# ---- mc_maindec ----
Figure 1. PDN straps and rails (mc_maindec).
Drawn at 4 px/um. Pins as bars on the die edge.
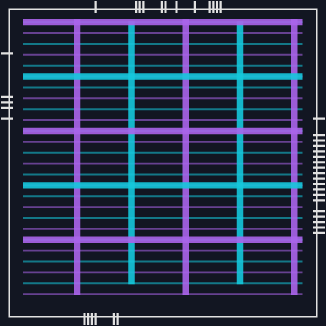

==> src/rtl/mc_pkg.sv <==
// mc_pkg -- shared definitions for the multicycle main decoder.
//   state_t  : 4-bit FSM state encoding (FETCH=0 ... ILLEGAL=12)
//   OP_*     : primary opcode constants recognised in DECODE
//   ALUOP_*  : ALU-decoder class driven on aluop
//   SRCB_*   : alusrcb mux selects
//   PCSRC_*  : pcsrc mux selects
//   ctrl_t   : bundle of every datapath control the FSM drives
package mc_pkg;

   typedef enum logic [3:0] {
      FETCH   = 4'd0,
      DECODE  = 4'd1,
      MEMADR  = 4'd2,
      MEMRD   = 4'd3,
      MEMWB   = 4'd4,
      MEMWR   = 4'd5,
      EXECUTE = 4'd6,
      ALUWB   = 4'd7,
      BRANCH  = 4'd8,
      ADDIEX  = 4'd9,
      ADDIWB  = 4'd10,
      JUMP    = 4'd11,
      ILLEGAL = 4'd12
   } state_t;

   localparam logic [5:0] OP_RTYPE = 6'b000000;
   localparam logic [5:0] OP_LW    = 6'b100011;
   localparam logic [5:0] OP_SW    = 6'b101011;
   localparam logic [5:0] OP_BEQ   = 6'b000100;
   localparam logic [5:0] OP_ADDI  = 6'b001000;
   localparam logic [5:0] OP_J     = 6'b000010;

   localparam logic [1:0] ALUOP_ADD   = 2'b00;
   localparam logic [1:0] ALUOP_SUB   = 2'b01;
   localparam logic [1:0] ALUOP_FUNCT = 2'b10;

   localparam logic [1:0] SRCB_REG   = 2'b00;
   localparam logic [1:0] SRCB_FOUR  = 2'b01;
   localparam logic [1:0] SRCB_IMM   = 2'b10;
   localparam logic [1:0] SRCB_BROFF = 2'b11;

   localparam logic [1:0] PCSRC_ALU = 2'b00;
   localparam logic [1:0] PCSRC_BR  = 2'b01;
   localparam logic [1:0] PCSRC_JMP = 2'b10;

   typedef struct packed {
      logic       pcwrite;
      logic       irwrite;
      logic       regwrite;
      logic       memwrite;
      logic       branch;
      logic       iord;
      logic       alusrca;
      logic       regdst;
      logic       memtoreg;
      logic [1:0] alusrcb;
      logic [1:0] pcsrc;
      logic [1:0] aluop;
      logic       exc;
      logic       instr_done;
   } ctrl_t;

endpackage

==> src/rtl/mc_outdec.sv <==
// mc_outdec -- combinational decode of FSM state into datapath controls.
//   state : current FSM state
//   rdy   : effective memory-ready (already forced high when waits are
//           disabled and forced low while in reset)
//   ctrl  : all datapath enables/selects plus exc and instr_done
// rdy is the only non-state input, so the outputs stay Moore-like apart
// from the memory handshake.
module mc_outdec
   import mc_pkg::*;
(
   input  state_t state,
   input  logic   rdy,
   output ctrl_t  ctrl
);

   // State-to-control decode; anything not named for a state stays 0
   always_comb begin
      ctrl = '0;
      case (state)
         FETCH: begin
            ctrl.alusrcb = SRCB_FOUR;
            ctrl.aluop   = ALUOP_ADD;
            ctrl.irwrite = rdy;
            ctrl.pcwrite = rdy;
         end
         DECODE: begin
            ctrl.alusrcb = SRCB_BROFF;
            ctrl.aluop   = ALUOP_ADD;
         end
         MEMADR, ADDIEX: begin
            ctrl.alusrca = 1'b1;
            ctrl.alusrcb = SRCB_IMM;
            ctrl.aluop   = ALUOP_ADD;
         end
         MEMRD: begin
            ctrl.iord = 1'b1;
         end
         MEMWB: begin
            ctrl.regwrite   = 1'b1;
            ctrl.memtoreg   = 1'b1;
            ctrl.instr_done = 1'b1;
         end
         MEMWR: begin
            // memwrite is held for the whole access; retire only on ready
            ctrl.iord       = 1'b1;
            ctrl.memwrite   = 1'b1;
            ctrl.instr_done = rdy;
         end
         EXECUTE: begin
            ctrl.alusrca = 1'b1;
            ctrl.alusrcb = SRCB_REG;
            ctrl.aluop   = ALUOP_FUNCT;
         end
         ALUWB: begin
            ctrl.regwrite   = 1'b1;
            ctrl.regdst     = 1'b1;
            ctrl.instr_done = 1'b1;
         end
         BRANCH: begin
            ctrl.alusrca    = 1'b1;
            ctrl.alusrcb    = SRCB_REG;
            ctrl.aluop      = ALUOP_SUB;
            ctrl.pcsrc      = PCSRC_BR;
            ctrl.branch     = 1'b1;
            ctrl.instr_done = 1'b1;
         end
         ADDIWB: begin
            ctrl.regwrite   = 1'b1;
            ctrl.instr_done = 1'b1;
         end
         JUMP: begin
            ctrl.pcsrc      = PCSRC_JMP;
            ctrl.pcwrite    = 1'b1;
            ctrl.instr_done = 1'b1;
         end
         ILLEGAL: begin
            ctrl.exc = 1'b1;
         end
         default: begin
            ctrl = '0;
         end
      endcase
   end

endmodule

==> src/rtl/mc_maindec.sv <==
// mc_maindec -- multicycle main decoder FSM with retired-instruction counter.
//   Parameters: MEM_WAIT (1 = honour mem_ready), EN_JUMP (1 = decode J),
//               CNT_W (retired counter width)
//   Inputs : clk, reset_n (async, active-low), op (sampled in DECODE),
//            mem_ready (memory access completes this cycle)
//   Outputs: pcwrite, irwrite, regwrite, memwrite, branch, iord, alusrca,
//            regdst, memtoreg, alusrcb, pcsrc, aluop, exc, instr_done,
//            retired
module mc_maindec
   import mc_pkg::*;
#(
   parameter int MEM_WAIT = 1,
   parameter int EN_JUMP  = 1,
   parameter int CNT_W    = 16
) (
   input  logic             clk,
   input  logic             reset_n,
   input  logic [5:0]       op,
   input  logic             mem_ready,
   output logic             pcwrite,
   output logic             irwrite,
   output logic             regwrite,
   output logic             memwrite,
   output logic             branch,
   output logic             iord,
   output logic             alusrca,
   output logic             regdst,
   output logic             memtoreg,
   output logic [1:0]       alusrcb,
   output logic [1:0]       pcsrc,
   output logic [1:0]       aluop,
   output logic             exc,
   output logic             instr_done,
   output logic [CNT_W-1:0] retired
);

   localparam logic WAIT_OFF = (MEM_WAIT == 0) ? 1'b1 : 1'b0;

   state_t           state_r;
   state_t           state_nxt_s;
   logic [5:0]       op_r;
   logic [CNT_W-1:0] retired_r;
   logic             rdy_s;
   ctrl_t            ctrl_s;

   // Gating with reset_n keeps the write strobes low while reset is held
   assign rdy_s = (mem_ready | WAIT_OFF) & reset_n;

   mc_outdec u_outdec (
      .state (state_r),
      .rdy   (rdy_s),
      .ctrl  (ctrl_s)
   );

   // Next-state selection
   always_comb begin
      state_nxt_s = state_r;
      case (state_r)
         FETCH: begin
            if (rdy_s) state_nxt_s = DECODE;
            else       state_nxt_s = FETCH;
         end
         DECODE: begin
            case (op)
               OP_LW, OP_SW: state_nxt_s = MEMADR;
               OP_RTYPE:     state_nxt_s = EXECUTE;
               OP_BEQ:       state_nxt_s = BRANCH;
               OP_ADDI:      state_nxt_s = ADDIEX;
               OP_J: begin
                  if (EN_JUMP != 0) state_nxt_s = JUMP;
                  else              state_nxt_s = ILLEGAL;
               end
               default:      state_nxt_s = ILLEGAL;
            endcase
         end
         MEMADR: begin
            // Only LW and SW reach here, so anything not LW is a store
            if (op_r == OP_LW) state_nxt_s = MEMRD;
            else               state_nxt_s = MEMWR;
         end
         MEMRD: begin
            if (rdy_s) state_nxt_s = MEMWB;
            else       state_nxt_s = MEMRD;
         end
         MEMWR: begin
            if (rdy_s) state_nxt_s = FETCH;
            else       state_nxt_s = MEMWR;
         end
         EXECUTE: state_nxt_s = ALUWB;
         ADDIEX:  state_nxt_s = ADDIWB;
         MEMWB, ALUWB, BRANCH, ADDIWB, JUMP, ILLEGAL: state_nxt_s = FETCH;
         default: state_nxt_s = FETCH;
      endcase
   end

   // State register
   always_ff @(posedge clk or negedge reset_n) begin
      if (!reset_n) state_r <= FETCH;
      else          state_r <= state_nxt_s;
   end

   // Opcode latch, captured as DECODE is left so MEMADR can pick LW vs SW
   always_ff @(posedge clk or negedge reset_n) begin
      if (!reset_n)               op_r <= 6'b000000;
      else if (state_r == DECODE) op_r <= op;
      else                        op_r <= op_r;
   end

   // Retired-instruction counter, wraps naturally at 2^CNT_W
   always_ff @(posedge clk or negedge reset_n) begin
      if (!reset_n)               retired_r <= '0;
      else if (ctrl_s.instr_done) retired_r <= retired_r + CNT_W'(1);
      else                        retired_r <= retired_r;
   end

   assign pcwrite    = ctrl_s.pcwrite;
   assign irwrite    = ctrl_s.irwrite;
   assign regwrite   = ctrl_s.regwrite;
   assign memwrite   = ctrl_s.memwrite;
   assign branch     = ctrl_s.branch;
   assign iord       = ctrl_s.iord;
   assign alusrca    = ctrl_s.alusrca;
   assign regdst     = ctrl_s.regdst;
   assign memtoreg   = ctrl_s.memtoreg;
   assign alusrcb    = ctrl_s.alusrcb;
   assign pcsrc      = ctrl_s.pcsrc;
   assign aluop      = ctrl_s.aluop;
   assign exc        = ctrl_s.exc;
   assign instr_done = ctrl_s.instr_done;
   assign retired    = retired_r;

endmodule

==> config.mk <==
export PLATFORM = sky130hd
export DESIGN_NAME = mc_maindec
export DESIGN_NICKNAME = d
export VERILOG_FILES = /design/src/rtl/mc_pkg.sv /design/src/rtl/mc_outdec.sv /design/src/rtl/mc_maindec.sv
export SDC_FILE = /design/constraint.sdc
export NUM_CORES = 1
export LEC_CHECK = 0
export CAP_MARGIN = 10
export CORE_MARGIN = 3
export CORE_UTILIZATION = 30
export DETAILED_ROUTE_END_ITERATION = 12
export GPL_TIMING_DRIVEN = 0
export HOLD_SLACK_MARGIN = 0.08
export PLACE_DENSITY = 0.53
export SLEW_MARGIN = 30
export SYNTH_ARGS = -nofsm -noshare
export SYNTH_HDL_FRONTEND = slang
export SYNTH_HIERARCHICAL = 1
export SYNTH_SLANG_ARGS = --single-unit
==> constraint.sdc <==
create_clock -name clk -period 5.7 [get_ports clk]
set_input_delay 1.14 -clock clk [delete_from_list [all_inputs] [get_ports clk]]
set_output_delay 1.14 -clock clk [all_outputs]
set_load 0.02 [all_outputs]
# ---- tc_bank_flat ----
<file path="config.mk">
export PLATFORM = sky130hd
export DESIGN_NAME = tc_bank_flat
export DESIGN_NICKNAME = d
export VERILOG_FILES = /design/src/rtl/tc_pkg.sv /design/src/rtl/tc_bank_if.sv /design/src/rtl/tc_channel.sv /design/src/rtl/tc_bank.sv /design/src/flat_wrapper.sv
export SDC_FILE = /design/constraint.sdc
export NUM_CORES = 1
export LEC_CHECK = 0
export CORE_UTILIZATION = 40
export DETAILED_ROUTE_END_ITERATION = 10
export GPL_TIMING_DRIVEN = 1
export HOLD_SLACK_MARGIN = 0.05
export PLACE_DENSITY_LB_ADDON = 0.3
export RECOVER_POWER = 50
export REMOVE_ABC_BUFFERS = 1
export SYNTH_ARGS = -nofsm -noshare
export SYNTH_HDL_FRONTEND = slang
export SYNTH_SLANG_ARGS = --single-unit
</file>
<file path="constraint.sdc">
create_clock -name clk -period 11.9 [get_ports clk]
set_input_delay 1.785 -clock clk [delete_from_list [all_inputs] [get_ports clk]]
set_output_delay 1.785 -clock clk [all_outputs]
set_load 0.03 [all_outputs]
</file>
<file path="src/rtl/tc_pkg.sv">
`default_nettype none
// ============================================================================
// Module      : tc_pkg
// Description : Shared types and constants for the tc_bank timer/counter bank.
// Revision    : 1.0 - initial release
// ============================================================================
package tc_pkg;

    typedef enum logic [1:0] {
        ST_IDLE = 2'd0,
        ST_LOAD = 2'd1,
        ST_CNT  = 2'd2,
        ST_INT  = 2'd3
    } tc_state_e;

    localparam logic [1:0] c_REG_CTRL   = 2'd0;
    localparam logic [1:0] c_REG_PRESET = 2'd1;
    localparam logic [1:0] c_REG_COUNT  = 2'd2;
    localparam logic [1:0] c_REG_STATUS = 2'd3;

    localparam int c_CTRL_EN       = 0;
    localparam int c_CTRL_MODE_LSB = 1;
    localparam int c_CTRL_MODE_MSB = 2;
    localparam int c_CTRL_IM       = 3;
    localparam int c_CTRL_PS_LSB   = 4;
    localparam int c_CTRL_PS_MSB   = 11;
    localparam int c_STATUS_PEND   = 0;

    localparam logic [1:0] c_MODE_ONESHOT = 2'b00;
    localparam logic [1:0] c_MODE_RELOAD  = 2'b01;

    // Codes 10/11 fall back to one-shot behaviour.
    function automatic logic is_reload(input logic [1:0] mode);
        return (mode == c_MODE_RELOAD) && (mode != c_MODE_ONESHOT);
    endfunction

endpackage
`default_nettype wire

</file>
<file path="src/rtl/tc_bank_if.sv">
`default_nettype none
// ============================================================================
// Module      : tc_bank_if
// Description : Word-addressed device bus plus interrupt outputs of tc_bank.
// Revision    : 1.0 - initial release
// ============================================================================
interface tc_bank_if #(
    parameter int N_CH   = 2,
    parameter int ADDR_W = 4
) ();

    logic [ADDR_W-1:0] Addr;
    logic              WE;
    logic [31:0]       Din;
    logic [31:0]       Dout;
    logic [N_CH-1:0]   IRQ;
    logic              IRQ_any;

    modport master (
        output Addr,
        output WE,
        output Din,
        input  Dout,
        input  IRQ,
        input  IRQ_any
    );

    modport slave (
        input  Addr,
        input  WE,
        input  Din,
        output Dout,
        output IRQ,
        output IRQ_any
    );

endinterface
`default_nettype wire

</file>
<file path="src/rtl/tc_channel.sv">
`default_nettype none
// ============================================================================
// Module      : tc_channel
// Description : One down-counter channel: registers, FSM, prescaler, IRQ flop.
//               Optional prescaler enabled by macro TC_PRESCALE_EN.
// Revision    : 1.0 - initial release
// ============================================================================
module tc_channel
    import tc_pkg::*;
#(
    parameter int CNT_W = 32
) (
    input  logic        clk,
    input  logic        rst,
    input  logic        wr_ctrl_i,
    input  logic        wr_preset_i,
    input  logic        wr_status_i,
    input  logic [31:0] wdata_i,
    input  logic [1:0]  rsel_i,
    output logic [31:0] rdata_o,
    output logic        irq_o
);

    tc_state_e        state_q, state_d;
    logic             en_q, en_d;
    logic [1:0]       mode_q, mode_d;
    logic             im_q, im_d;
    logic [CNT_W-1:0] preset_q, preset_d;
    logic [CNT_W-1:0] count_q, count_d;
    logic             pend_q, pend_d;
    logic             irq_q, irq_d;
    logic             w_tick;
    logic             w_last;

`ifdef TC_PRESCALE_EN
    logic [7:0]       ps_q, ps_d;
    logic [7:0]       pscnt_q, pscnt_d;
    assign w_tick = (pscnt_q == ps_q);
`else
    assign w_tick = 1'b1;
`endif

    // A preset of 0 terminates like a preset of 1.
    assign w_last = (count_q <= CNT_W'(1));

    always_ff @(posedge clk or posedge rst) begin
        if (rst) begin
            state_q <= ST_IDLE;
        end else begin
            state_q <= state_d;
        end
    end

    // IDLE looks at the post-write enable so a start costs no extra cycle.
    always_comb begin
        state_d = state_q;
        unique case (state_q)
            ST_IDLE: if (en_d) state_d = ST_LOAD;
            ST_LOAD: state_d = ST_CNT;
            ST_CNT: begin
                if (!en_q) begin
                    state_d = ST_IDLE;
                end else if (w_tick && w_last) begin
                    state_d = ST_INT;
                end
            end
            ST_INT: state_d = is_reload(mode_q) ? ST_LOAD : ST_IDLE;
            default: state_d = ST_IDLE;
        endcase
    end

    always_comb begin
        en_d     = en_q;
        mode_d   = mode_q;
        im_d     = im_q;
        preset_d = preset_q;
        count_d  = count_q;
        pend_d   = pend_q;
`ifdef TC_PRESCALE_EN
        ps_d     = ps_q;
        pscnt_d  = pscnt_q;
`endif
        if ((state_q == ST_INT) && !is_reload(mode_q)) begin
            en_d = 1'b0;
        end
        if (wr_ctrl_i) begin
            en_d   = wdata_i[c_CTRL_EN];
            mode_d = wdata_i[c_CTRL_MODE_MSB:c_CTRL_MODE_LSB];
            im_d   = wdata_i[c_CTRL_IM];
`ifdef TC_PRESCALE_EN
            ps_d   = wdata_i[c_CTRL_PS_MSB:c_CTRL_PS_LSB];
`endif
        end
        if (wr_preset_i) begin
            preset_d = wdata_i[CNT_W-1:0];
        end
        case (state_q)
            ST_LOAD: begin
                count_d = preset_q;
`ifdef TC_PRESCALE_EN
                pscnt_d = '0;
`endif
            end
            ST_CNT: begin
                if (en_q) begin
`ifdef TC_PRESCALE_EN
                    pscnt_d = w_tick ? 8'd0 : (pscnt_q + 8'd1);
`endif
                    if (w_tick) begin
                        count_d = w_last ? '0 : (count_q - CNT_W'(1));
                    end
                end
            end
            default: ;
        endcase
        if (wr_status_i && wdata_i[c_STATUS_PEND]) begin
            pend_d = 1'b0;
        end
        if (state_q == ST_INT) begin
            pend_d = 1'b1;
        end
        irq_d = pend_d & im_d;
    end

    always_ff @(posedge clk or posedge rst) begin
        if (rst) begin
            en_q     <= 1'b0;
            mode_q   <= 2'b00;
            im_q     <= 1'b0;
            preset_q <= '0;
            count_q  <= '0;
            pend_q   <= 1'b0;
            irq_q    <= 1'b0;
`ifdef TC_PRESCALE_EN
            ps_q     <= '0;
            pscnt_q  <= '0;
`endif
        end else begin
            en_q     <= en_d;
            mode_q   <= mode_d;
            im_q     <= im_d;
            preset_q <= preset_d;
            count_q  <= count_d;
            pend_q   <= pend_d;
            irq_q    <= irq_d;
`ifdef TC_PRESCALE_EN
            ps_q     <= ps_d;
            pscnt_q  <= pscnt_d;
`endif
        end
    end

    always_comb begin
        rdata_o = '0;
        unique case (rsel_i)
            c_REG_CTRL: begin
                rdata_o[c_CTRL_EN]                       = en_q;
                rdata_o[c_CTRL_MODE_MSB:c_CTRL_MODE_LSB] = mode_q;
                rdata_o[c_CTRL_IM]                       = im_q;
`ifdef TC_PRESCALE_EN
                rdata_o[c_CTRL_PS_MSB:c_CTRL_PS_LSB]     = ps_q;
`endif
            end
            c_REG_PRESET: rdata_o = 32'(preset_q);
            c_REG_COUNT:  rdata_o = 32'(count_q);
            c_REG_STATUS: rdata_o[c_STATUS_PEND] = pend_q;
            default: ;
        endcase
    end

    assign irq_o = irq_q;

endmodule
`default_nettype wire

</file>
<file path="src/rtl/tc_bank.sv">
`default_nettype none
// ============================================================================
// Module      : tc_bank
// Description : N_CH-channel timer/counter bank: address decode, read mux and
//               IRQ reduction. Prescaler option selected by TC_PRESCALE_EN.
// Revision    : 1.0 - initial release
// ============================================================================
module tc_bank
    import tc_pkg::*;
#(
    parameter int N_CH   = 2,
    parameter int CNT_W  = 32,
    parameter int ADDR_W = 4
) (
    input  logic       clk,
    input  logic       reset,
    tc_bank_if.slave   bus
);

    logic [ADDR_W-1:0] w_addr;
    logic [31:0]       w_ch_idx;
    logic              w_hit;
    logic [1:0]        w_rsel;
    logic [31:0]       w_rdata [N_CH];
    logic [N_CH-1:0]   w_irq;

    assign w_addr   = bus.Addr;
    assign w_ch_idx = 32'(w_addr) >> 2;
    assign w_hit    = (w_ch_idx < 32'(N_CH));
    assign w_rsel   = w_addr[1:0];

    for (genvar gi = 0; gi < N_CH; gi++) begin : g_ch
        logic w_we;
        assign w_we = bus.WE && w_hit && (w_ch_idx == 32'(gi));

        tc_channel #(
            .CNT_W (CNT_W)
        ) u_channel (
            .clk         (clk),
            .rst         (reset),
            .wr_ctrl_i   (w_we && (w_rsel == c_REG_CTRL)),
            .wr_preset_i (w_we && (w_rsel == c_REG_PRESET)),
            .wr_status_i (w_we && (w_rsel == c_REG_STATUS)),
            .wdata_i     (bus.Din),
            .rsel_i      (w_rsel),
            .rdata_o     (w_rdata[gi]),
            .irq_o       (w_irq[gi])
        );
    end

    // Unmapped channels read as zero.
    always_comb begin
        bus.Dout = '0;
        for (int i = 0; i < N_CH; i++) begin
            if (w_hit && (w_ch_idx == 32'(i))) begin
                bus.Dout = w_rdata[i];
            end
        end
    end

    assign bus.IRQ     = w_irq;
    assign bus.IRQ_any = |w_irq;

endmodule
`default_nettype wire
</file>
<file path="src/flat_wrapper.sv">
// flat-port wrapper written by rule: the top's interface ports become plain ports
module tc_bank_flat import tc_pkg::*;
#(
    parameter int N_CH   = 2,
    parameter int CNT_W  = 32,
    parameter int ADDR_W = 4
)
  (clk, reset, bus_Addr, bus_WE, bus_Din, bus_Dout, bus_IRQ, bus_IRQ_any);
  tc_bank_if #(.N_CH(N_CH), .ADDR_W(ADDR_W)) bus_i ();
  input  logic clk;
  input  logic reset;
  input wire logic [$bits(bus_i.Addr)-1:0] bus_Addr;
  input wire logic [$bits(bus_i.WE)-1:0] bus_WE;
  input wire logic [$bits(bus_i.Din)-1:0] bus_Din;
  output wire logic [$bits(bus_i.Dout)-1:0] bus_Dout;
  output wire logic [$bits(bus_i.IRQ)-1:0] bus_IRQ;
  output wire logic [$bits(bus_i.IRQ_any)-1:0] bus_IRQ_any;
  assign bus_i.Addr = bus_Addr;
  assign bus_i.WE = bus_WE;
  assign bus_i.Din = bus_Din;
  assign bus_Dout = bus_i.Dout;
  assign bus_IRQ = bus_i.IRQ;
  assign bus_IRQ_any = bus_i.IRQ_any;
  tc_bank #(.N_CH(N_CH), .CNT_W(CNT_W), .ADDR_W(ADDR_W)) u_core (.clk(clk), .reset(reset), .bus(bus_i));
endmodule
</file>
# ---- fetch_stage ----
$ cat config.mk
export PLATFORM = sky130hd
export DESIGN_NAME = fetch_stage
export DESIGN_NICKNAME = d
export VERILOG_FILES = /design/src/rtl/fetch_stage.sv
export SDC_FILE = /design/constraint.sdc
export NUM_CORES = 1
export LEC_CHECK = 0
export ABC_AREA = 1
export CAP_MARGIN = 5
export CORE_MARGIN = 8
export CORE_UTILIZATION = 35
export DETAILED_ROUTE_END_ITERATION = 7
export GPL_ROUTABILITY_DRIVEN = 0
export GPL_TIMING_DRIVEN = 0
export PLACE_DENSITY = 0.69
export SYNTH_ARGS = -nofsm -noshare
export SYNTH_HDL_FRONTEND = slang
export SYNTH_SLANG_ARGS = --single-unit
$ cat constraint.sdc
create_clock -name clk -period 2.65 [get_ports clk]
set_input_delay 0.53 -clock clk [delete_from_list [all_inputs] [get_ports clk]]
set_output_delay 0.53 -clock clk [all_outputs]
set_load 0.005 [all_outputs]
$ cat src/rtl/fetch_stage.sv
// Instruction-fetch stage: owns the PC, the fetch-to-decode instruction register,
// and inserts NOP bubbles while redirecting after a decoded control transfer.
module fetch_stage #(
  parameter logic [31:0] RESET_PC      = 32'h0000_0000,
  parameter logic [31:0] NOP_INSTR     = 32'h0000_0013,
  parameter int unsigned BUBBLE_CYCLES = 1
) (
  input  logic        clk,
  input  logic        rst,
  input  logic        stall_in,
  input  logic        br_taken,
  input  logic [31:0] br_target,
  output logic [31:0] imem_addr,
  input  logic [31:0] imem_rdata,
  output logic [31:0] instr_out,
  output logic [31:0] pc_out,
  output logic [31:0] pc4_out,
  output logic        valid_out,
  output logic [31:0] bubble_cnt,
  output logic        state_dbg_o,
  output logic [2:0]  hold_cnt_dbg_o
);

  // Handshake: there is no backpressure. Every edge out of reset produces one
  // decode slot; valid_out=1 marks a real fetched word, valid_out=0 a bubble.

  typedef enum logic {
    RUN  = 1'b0,
    HOLD = 1'b1
  } state_t;

  localparam logic [2:0] HOLD_LOAD = 3'(BUBBLE_CYCLES - 1);
  localparam bit         MULTI_BUBBLE = (BUBBLE_CYCLES > 1);

  state_t      state_q, state_d;
  logic [2:0]  cnt_q, cnt_d;
  logic [31:0] pc_q, pc_d;
  logic [31:0] instr_q, instr_d;
  logic [31:0] pc_out_q, pc_out_d;
  logic [31:0] pc4_q, pc4_d;
  logic        valid_q, valid_d;
  logic [31:0] bubble_q, bubble_d;

  logic [31:0] pc_plus4;
  logic [31:0] bubble_inc;

  assign pc_plus4   = pc_q + 32'd4;
  assign bubble_inc = (bubble_q == 32'hFFFF_FFFF) ? bubble_q : bubble_q + 32'd1;

  always_ff @(posedge clk) begin
    if (rst) begin
      state_q  <= RUN;
      cnt_q    <= 3'd0;
      pc_q     <= RESET_PC;
      instr_q  <= NOP_INSTR;
      pc_out_q <= 32'd0;
      pc4_q    <= 32'd0;
      valid_q  <= 1'b0;
      bubble_q <= 32'd0;
    end else begin
      state_q  <= state_d;
      cnt_q    <= cnt_d;
      pc_q     <= pc_d;
      instr_q  <= instr_d;
      pc_out_q <= pc_out_d;
      pc4_q    <= pc4_d;
      valid_q  <= valid_d;
      bubble_q <= bubble_d;
    end
  end

  always_comb begin
    state_d  = state_q;
    cnt_d    = cnt_q;
    pc_d     = pc_q;
    instr_d  = instr_q;
    pc_out_d = pc_out_q;
    pc4_d    = pc4_q;
    valid_d  = valid_q;
    bubble_d = bubble_q;

    unique case (state_q)
      RUN: begin
        if (stall_in) begin
          // Discard the word fetched this cycle; a not-taken transfer keeps pc
          // so the fall-through is refetched rather than skipped.
          instr_d  = NOP_INSTR;
          valid_d  = 1'b0;
          bubble_d = bubble_inc;
          if (br_taken) begin
            pc_d = {br_target[31:2], 2'b00};
          end
          if (MULTI_BUBBLE) begin
            state_d = HOLD;
            cnt_d   = HOLD_LOAD;
          end
        end else begin
          instr_d  = imem_rdata;
          pc_out_d = pc_q;
          pc4_d    = pc_plus4;
          valid_d  = 1'b1;
          pc_d     = pc_plus4;
        end
      end
      HOLD: begin
        // stall_in/br_taken are deliberately ignored: the controller only sees
        // bubbles here, so any pulse cannot belong to a real transfer.
        instr_d  = NOP_INSTR;
        valid_d  = 1'b0;
        bubble_d = bubble_inc;
        cnt_d    = cnt_q - 3'd1;
        if (cnt_q == 3'd1) begin
          state_d = RUN;
        end
      end
      default: begin
        state_d = RUN;
      end
    endcase
  end

  assign imem_addr      = pc_q;
  assign instr_out      = instr_q;
  assign pc_out         = pc_out_q;
  assign pc4_out        = pc4_q;
  assign valid_out      = valid_q;
  assign bubble_cnt     = bubble_q;
  assign state_dbg_o    = state_q;
  assign hold_cnt_dbg_o = cnt_q;

endmodule
# ---- dwdata_recv ----
## src/rtl/dwdata_recv.sv

```systemverilog
// Depthwise weight-load sequencer: requests one burst at a time from the address
// generator, accepts the returning R beats and writes them into the weight buffer.
module dwdata_recv #(
    parameter  int DW        = 32,
    parameter  int BURST     = 16,
    parameter  int BUF_DEPTH = 256,
    localparam int BA        = $clog2(BUF_DEPTH),
    localparam int CW        = $clog2(BURST)
) (
    input  logic          i_clk,
    input  logic          i_rst,
    input  logic          i_start,
    input  logic [7:0]    i_num_bursts,
    output logic          o_busy,
    output logic          o_done,
    output logic          o_err,
    output logic          o_weight_load,
    output logic          o_init_addr_en,
    input  logic [DW-1:0] i_rdata,
    input  logic          i_rvalid,
    input  logic          i_rlast,
    input  logic [1:0]    i_rresp,
    output logic          o_rready,
    output logic          o_buf_wr_en,
    output logic [BA-1:0] o_buf_wr_addr,
    output logic [DW-1:0] o_buf_wr_data
);

    typedef enum logic [1:0] {S_IDLE, S_REQ, S_DATA, S_FIN} state_t;

    state_t        r_state;
    state_t        w_state_next;
    logic [7:0]    r_num_bursts;
    logic [7:0]    r_burst_cnt;
    logic [CW-1:0] r_beat_cnt;
    logic [BA-1:0] r_wr_addr;
    logic          r_err;
    logic          r_buf_wr_en;
    logic [BA-1:0] r_buf_wr_addr;
    logic [DW-1:0] r_buf_wr_data;

    logic w_start_acc;
    logic w_beat_acc;
    logic w_last_beat;
    logic w_last_burst;

    assign w_start_acc  = (r_state == S_IDLE) && i_start;
    assign w_beat_acc   = (r_state == S_DATA) && i_rvalid;
    assign w_last_beat  = (r_beat_cnt == CW'(BURST - 1));
    assign w_last_burst = (8'(r_burst_cnt + 8'd1) == r_num_bursts);

    always_comb begin
        w_state_next = r_state;
        case (r_state)
            S_IDLE: begin
                if (i_start) begin
                    w_state_next = (i_num_bursts != 8'd0) ? S_REQ : S_FIN;
                end
            end
            S_REQ:  w_state_next = S_DATA;
            S_DATA: begin
                // Burst end is decided by the beat count alone; rlast only feeds err.
                if (w_beat_acc && w_last_beat) begin
                    w_state_next = w_last_burst ? S_FIN : S_REQ;
                end
            end
            S_FIN:  w_state_next = S_IDLE;
            default: w_state_next = S_IDLE;
        endcase
    end

    always_ff @(posedge i_clk or posedge i_rst) begin
        if (i_rst) begin
            r_state       <= S_IDLE;
            r_num_bursts  <= '0;
            r_burst_cnt   <= '0;
            r_beat_cnt    <= '0;
            r_wr_addr     <= '0;
            r_err         <= 1'b0;
            r_buf_wr_en   <= 1'b0;
            r_buf_wr_addr <= '0;
            r_buf_wr_data <= '0;
        end else begin
            r_state     <= w_state_next;
            r_buf_wr_en <= w_beat_acc;
            if (w_beat_acc) begin
                r_buf_wr_data <= i_rdata;
                r_buf_wr_addr <= r_wr_addr;
                r_wr_addr     <= r_wr_addr + BA'(1);
                r_beat_cnt    <= w_last_beat ? '0 : r_beat_cnt + CW'(1);
                if (w_last_beat) begin
                    r_burst_cnt <= r_burst_cnt + 8'd1;
                end
                if ((i_rresp != 2'b00) || (i_rlast != w_last_beat)) begin
                    r_err <= 1'b1;
                end
            end
            if (w_start_acc) begin
                r_num_bursts <= i_num_bursts;
                r_burst_cnt  <= '0;
                r_beat_cnt   <= '0;
                r_wr_addr    <= '0;
                r_err        <= 1'b0;
            end
        end
    end

    assign o_busy         = (r_state != S_IDLE);
    assign o_done         = (r_state == S_FIN);
    assign o_err          = r_err;
    assign o_weight_load  = (r_state == S_REQ);
    assign o_init_addr_en = (r_state == S_REQ) && (r_burst_cnt == 8'd0);
    assign o_rready       = (r_state == S_DATA);
    assign o_buf_wr_en    = r_buf_wr_en;
    assign o_buf_wr_addr  = r_buf_wr_addr;
    assign o_buf_wr_data  = r_buf_wr_data;

endmodule

```

## config.mk

```make
export PLATFORM = sky130hd
export DESIGN_NAME = dwdata_recv
export DESIGN_NICKNAME = d
export VERILOG_FILES = /design/src/rtl/dwdata_recv.sv
export SDC_FILE = /design/constraint.sdc
export NUM_CORES = 1
export LEC_CHECK = 0
export CAP_MARGIN = 20
export CELL_PAD_IN_SITES_DETAIL_PLACEMENT = 0
export CELL_PAD_IN_SITES_GLOBAL_PLACEMENT = 1
export CORE_AREA = 2 2 90 114
export DETAILED_ROUTE_END_ITERATION = 16
export DIE_AREA = 0 0 92 116
export PLACE_DENSITY_LB_ADDON = 0.1
export SKIP_CTS_REPAIR_TIMING = 1
export SYNTH_ARGS = -nofsm -noshare
export SYNTH_HDL_FRONTEND = slang
export SYNTH_SLANG_ARGS = --single-unit
```

## constraint.sdc

```tcl
create_clock -name i_clk -period 3.2 [get_ports i_clk]
set_input_delay 0.64 -clock i_clk [delete_from_list [all_inputs] [get_ports i_clk]]
set_output_delay 0.64 -clock i_clk [all_outputs]
set_load 0.05 [all_outputs]
```

Figure 2. Gate-type map (mc_maindec).
Drawn at 4 px/um.
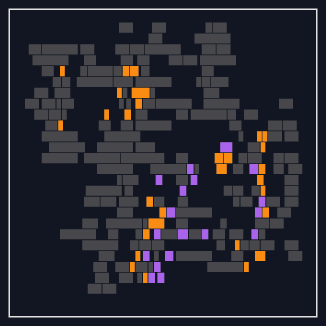
family	colour	cells
inverting AOI/OAI gates	purple	18
NOR gates	orange	29
commonest non-fill, non-tap cell in the layout: sky130_fd_sc_hd__clkdlybuf4s50_1
combinational share of cell area: 39.0%
final std cells w/o fill: 263

About Figure 1:
net	colour
VSS	purple
VDD	cyan
met1 rails	26
met4 straps	5
signal pins	42
met5 straps	5
IR drop worst, VDD: 0.209 mV
horizontal extent of the die: 76.5 um

==> notes.md, mc_maindec <==
Status on the layout run. The synthesis run identifies the leading combinational cell family as simple AND/OR/NAND/NOR gates. The analysis attributes to cell leakage a power of 0.835 nW. After detailed routing, the met2 layer carries 1.61 mm of wire. The number of global-route vias before repair is 1248.

Share of async-settable or async-resettable flops after synthesis landed at 100%. Final-layout non-clock buffer area share landed at 21.4%. The run finished with clean final reports. Number of clock sinks landed at 26. Cell count after placement landed at 259. The highest layer touched by signal routing is met4.

Detail-routed via count per cell landed at 4.81. First-pass GRT wire length landed at 5.82 mm. The filler cells instantiated in the layout total 465. According to the floorplan log, the row count is 25. Power of the combinational group landed at 0.398 mW. Looking at the max-slew report, the worst-margin pin has a slew of 0.771 ns. Setup repair after global routing left no endpoint under its margin.

The biggest area contributor in the post-synthesis netlist is sky130_fd_sc_hd__dfrtp_1. For reference, the most critical setup path is categorized as input pin to primary output. For reference, simple AND, OR, NAND and NOR cells occupy 29.1% of the area reported after synthesis. The final power report lists total power as 0.856 mW. Number of resized instances in the post-cts repair step landed at 0. Remaining global-route overflow landed at 0.

Per the log, the first TritonRoute iteration ended with a DRC count of 110.
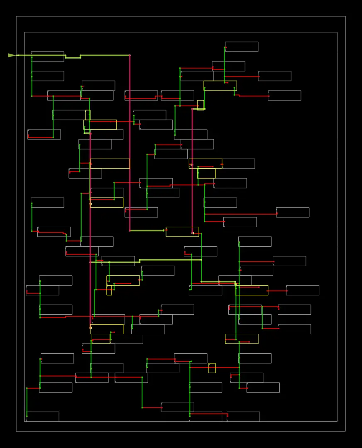
Figure 3: dwdata_recv, the clock network.
number of sequential storage elements: 72
Clk power: 1.00 mW
clock network latency to the later pin of the worst-skew pair: 0.33 ns

==> notes.md, dwdata_recv <==
Status on the layout run. In the layout the commonest cells are sky130_fd_sc_hd__nand2_1, sky130_fd_sc_hd__clkdlybuf4s50_1, sky130_fd_sc_hd__dfrtp_1. Number of I/O pins landed at 94. Number of global-route vias before repair landed at 2795. Number of cells traversed by the worst hold path landed at 2. The biggest slice of the area belongs to sequential cells. The path class of the tightest hold or removal check is flip-flop to flip-flop. Share of async-settable or async-resettable flops after synthesis landed at 100%. Per the synthesis report, the XOR/XNOR share of the synthesized area is 4.80%. Clock buffers in the final layout number 13. In this run, synthesis inferred 0 flip-flops with an integrated enable. Met3 usage landed at 4.88%. Summed instance area of the synthesized netlist landed at 3280 um^2.

Looking at area per cell type in the netlist, the leader is sky130_fd_sc_hd__dfrtp_1. After routing, the total negative slack on setup checks comes to 0 ns. Post-placement cell area landed at 4350 um^2.

The worst setup path is captured at a primary output. After synthesis, the largest area contributor takes up 54.9% of total cell area. The run finished with clean final reports.

Power attributed to sequential cells is 1.42 mW. Area used by sequential logic in the layout landed at 1800 um^2. The repair_antennas step left the layout with diodes totalling 0. Looking at the global route congestion table, the highest-usage layer is met2. Final-report setup violation count landed at 0.

Among all cell types in the netlist, the one instantiated most often is sky130_fd_sc_hd__nand2_1.
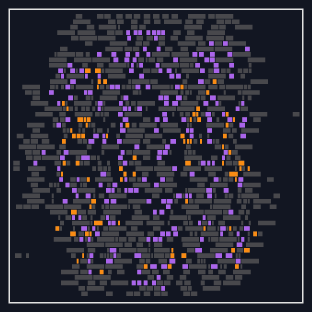
Figure 4: tc_bank_flat, gate-type map.
Drawn at 2 px/um.
family	colour	cells
NOR gates	orange	77
inverting AOI/OAI gates	purple	218
commonest non-fill, non-tap cell in the layout: sky130_fd_sc_hd__dfrtp_1
combinational share of cell area: 44.7%
final std cells w/o fill: 1162

Figure 5. Clock distribution (tc_bank_flat).
Drawn at 2 px/um.
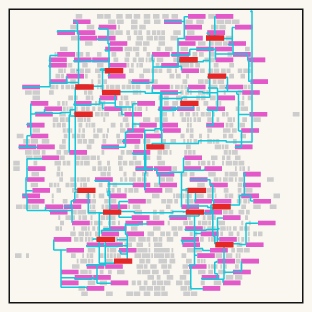
[clock wires] cyan | length: 1990 um
[flip-flops] magenta | count: 144
[cells driving clock nets] red | count: 17
flops lie	widely spread
routed clock nets	18
share of total power in the clock network: 22.0%
clock network latency to the later pin of the worst-skew pair: 0.43 ns
Clk power: 0.482 mW
worst clock skew: 0.00958 ns

==> notes.md, tc_bank_flat <==
Status on the layout run. The critical path goes through dlygate4sd3_1, inv_1, ha_2, clkbuf_1, a222oi_1, nor2b_1, a2111oi_0, clkdlybuf4s50_1. Number of instances in the synthesized netlist landed at 844. After synthesis, the largest family of logic cells by area is AND-OR/OR-AND gates. Multi-input combinational gate total landed at 606.

Standby leakage power landed at 3.66 nW. In this run the maximum-capacitance check reported violations numbering 5. DRC violation total after the first TritonRoute iteration landed at 984.

Counting the inverters off the clock network in the layout gives 22. The detailed placer reported the number of placed instances as 1131. Worst-case reg-to-reg path depth landed at 7.

met2 track demand over resource after global routing is 40.9%. The checks that failed: capacitance limit, slew limit. For this run, the number of Yosys warnings is 0. Counting pins that exceed their max-slew limit in the final report gives 281. Number of antenna violations at the first check in global routing landed at 0. Summed instance area of the synthesized netlist landed at 8290 um^2. After detailed routing, the wire length on met1 is 12.0 mm. The synthesized netlist devotes 1.51% of its cell area to adder and majority cells. The worst path meets setup with 3.37 ns of slack. Per the post-CTS timing run, clock transition at the registers of the reported paths is 0.06 ns. For flop-to-flop paths, the worst setup slack is 7.69 ns. Per the synthesis report, the AND-OR/OR-AND share of the synthesized area is 21.9%. Critical path data arrival time landed at 6.74 ns. The critical path ends at bus_Dout[3]. The run finished, with violations left.

Post-synthesis share of cell area spent on and, or, nand and nor gates landed at 18.7%. After layout, the design draws a total of 2.19 mW. Count of state elements after synthesis landed at 144.
Figure 6. The clock network (fetch_stage).
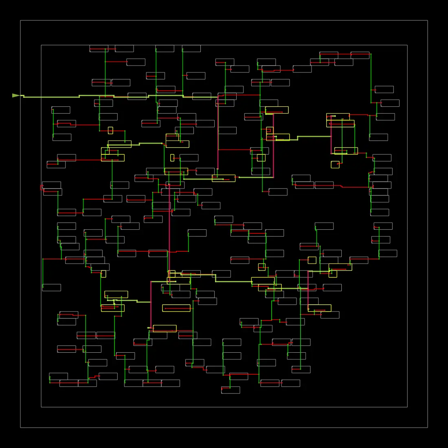
number of sequential storage elements: 159
TritonCTS Buffers: 17
Clk power: 2.45 mW

Figure 7. Signal wires by layer (fetch_stage).
Drawn at 3 px/um.
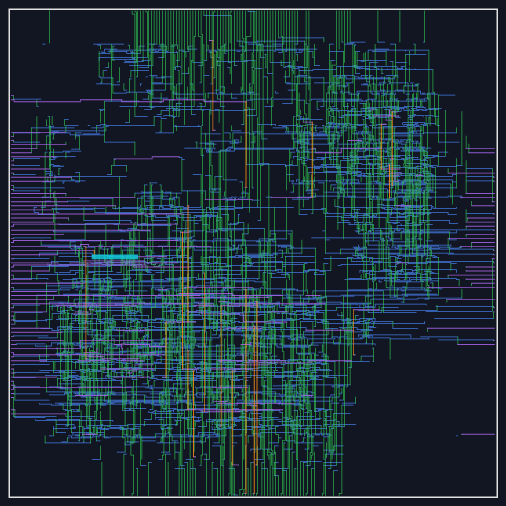
layer	colour	wire length
met1	blue	10700 um
met2	green	12400 um
met5	cyan	13.8 um
met4	orange	635 um
met3	purple	2310 um
total vias in the final route: 7680
total routed wirelength: 26.0 mm
Overall Global Routing Usage: 19.7%
routed length per placed instance: 16.1 um

==> notes.md, fetch_stage <==
Status on the layout run. The run finished with clean final reports. By area, the class that comes first in the final layout consists of combinational gates. OpenROAD reports that the post-layout worst path occupies 77.7% of the period. The end-of-flow timing check tallies setup violations at 0. Adder-cell area share of the yosys netlist landed at 0.669%. Post-placement cell area landed at 10100 um^2. The analysis attributes to cell leakage a power of 4.23 nW.

Multiplexer share of the synthesized area landed at 0%. Average cell area after synthesis landed at 6.89 um^2. For this run, the post-layout net count is 1404. After clock tree synthesis, the setup repair step added 0 buffers. First-pass GRT wire length landed at 40.8 mm. TritonCTS built the clock tree. Number of logic stages on the critical path including buffering landed at 11. Number of instances in the synthesized netlist landed at 1086. The power report shows net switching accounting for 26.1% of the total. The floorplan has 53 rows. Transition time at the pin with the least slew margin landed at 0.769 ns. Per the final report, the share of cell area in clock cells is 5.44%. The launch point of the critical path was reported as bubble_cnt[0]$_SDFFE_PP0P_. Clock latency on the worst-skew pair landed at 0.43 ns. Minimum clock period landed at 2.06 ns. Inverter count landed at 112. Ranked by total cell area, the synthesized netlist is headed by sky130_fd_sc_hd__dfxtp_1, sky130_fd_sc_hd__nand2_1, sky130_fd_sc_hd__nor2_1. Global routing consumed, on the met2 layer, 32.9% of the routing resources. The final timing report lists a hold violation count of 0.

The detail route stage leaves a number of antenna-violating nets equal to 0. Yosys reported a register bit count of 159. Worst vdd rail ir drop landed at 0.460 mV. Between the synthesized netlist and the finished layout, the area growth was recorded as 42.3%. Number of clock sinks landed at 159. The clock passes through at most 2 buffers. Listed in order, past its start point the critical path passes ha_1, inv_1, nor2_4, nand2_4, nor2_4, nand2_4, nand2_4, inv_2, buf_2, nand2_1, a21oi_2. Number of antenna violations at the first check in global routing landed at 1.

==> layout pictures side by side <==
PDN straps and rails.
shot_01.png
Drawn at 3 px/um. Pins as bars on the die edge.
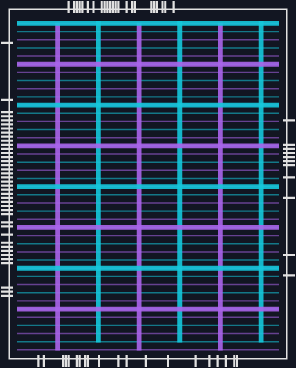
shot_02.png
Drawn at 2 px/um. Pins as bars on the die edge.
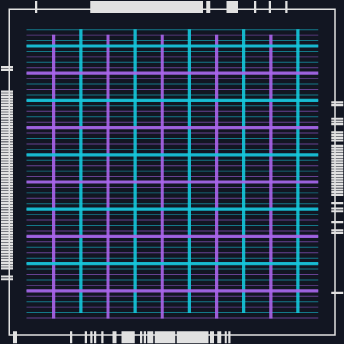
shot_03.png
Drawn at 2 px/um. Pins as bars on the die edge.
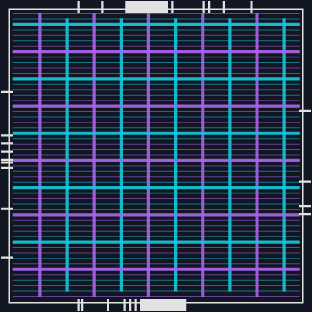
| from | picture |
|---|---|
| tc_bank_flat | shot_03.png |
| fetch_stage | shot_02.png |
| dwdata_recv | shot_01.png |
Of these, most pins: shot_02.png
Of these, smallest die: shot_01.png

Key to shot_01.png:
net	colour
VDD	cyan
VSS	purple
met5 straps	8
signal pins	94
met4 straps	6
rows	40
met1 rails	41



==> screenshots <==
Clock distribution.
Plate I
Drawn at 4 px/um.
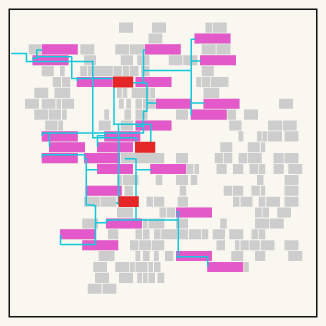
Plate II
Drawn at 1.5 px/um.
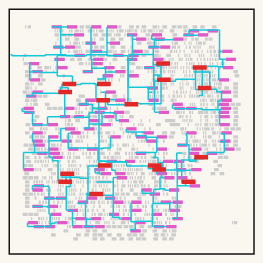
Plate III
Drawn at 2 px/um.
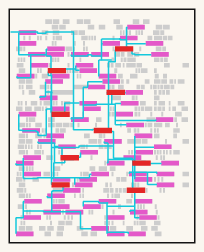
dwdata_recv -> Plate III
fetch_stage -> Plate II
mc_maindec -> Plate I
The one with the largest die is Plate II.
The one with the most sequential cells is Plate II.

Key to Plate II:
[flip-flops] magenta | count: 159
[cells driving clock nets] red | count: 17
[clock wires] cyan | length: 2150 um
routed clock nets	18


==> notes/layouts.md <==
Pictures saved along the way, in no particular order.

Signal wires by layer.
(a)
Drawn at 4 px/um.
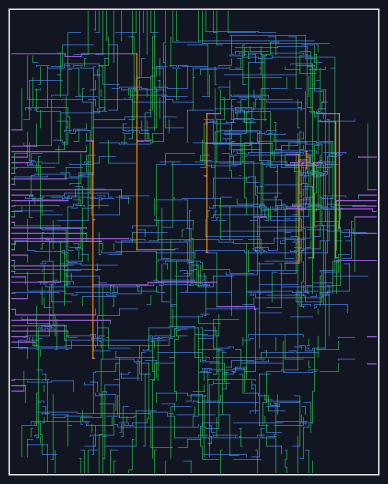
(b)
Drawn at 6 px/um.
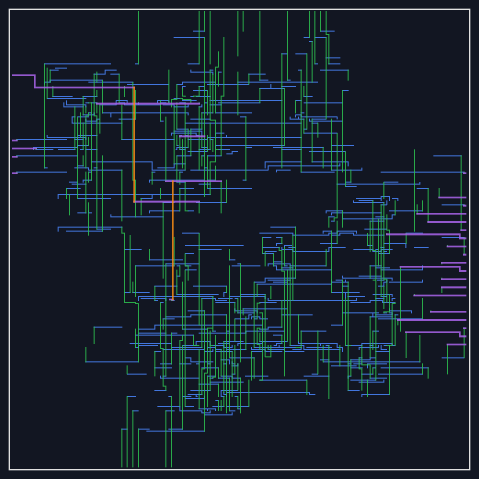
(c)
Drawn at 3 px/um.
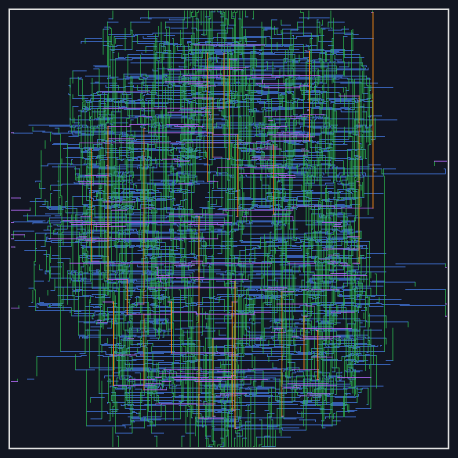
| from | picture |
|---|---|
| tc_bank_flat | (c) |
| dwdata_recv | (a) |
| mc_maindec | (b) |

Key to (b):
layer	colour	wire length
met1	blue	1560 um
met4	orange	38.8 um
met2	green	1610 um
met3	purple	169 um

Power and IR drop assume default switching activity.
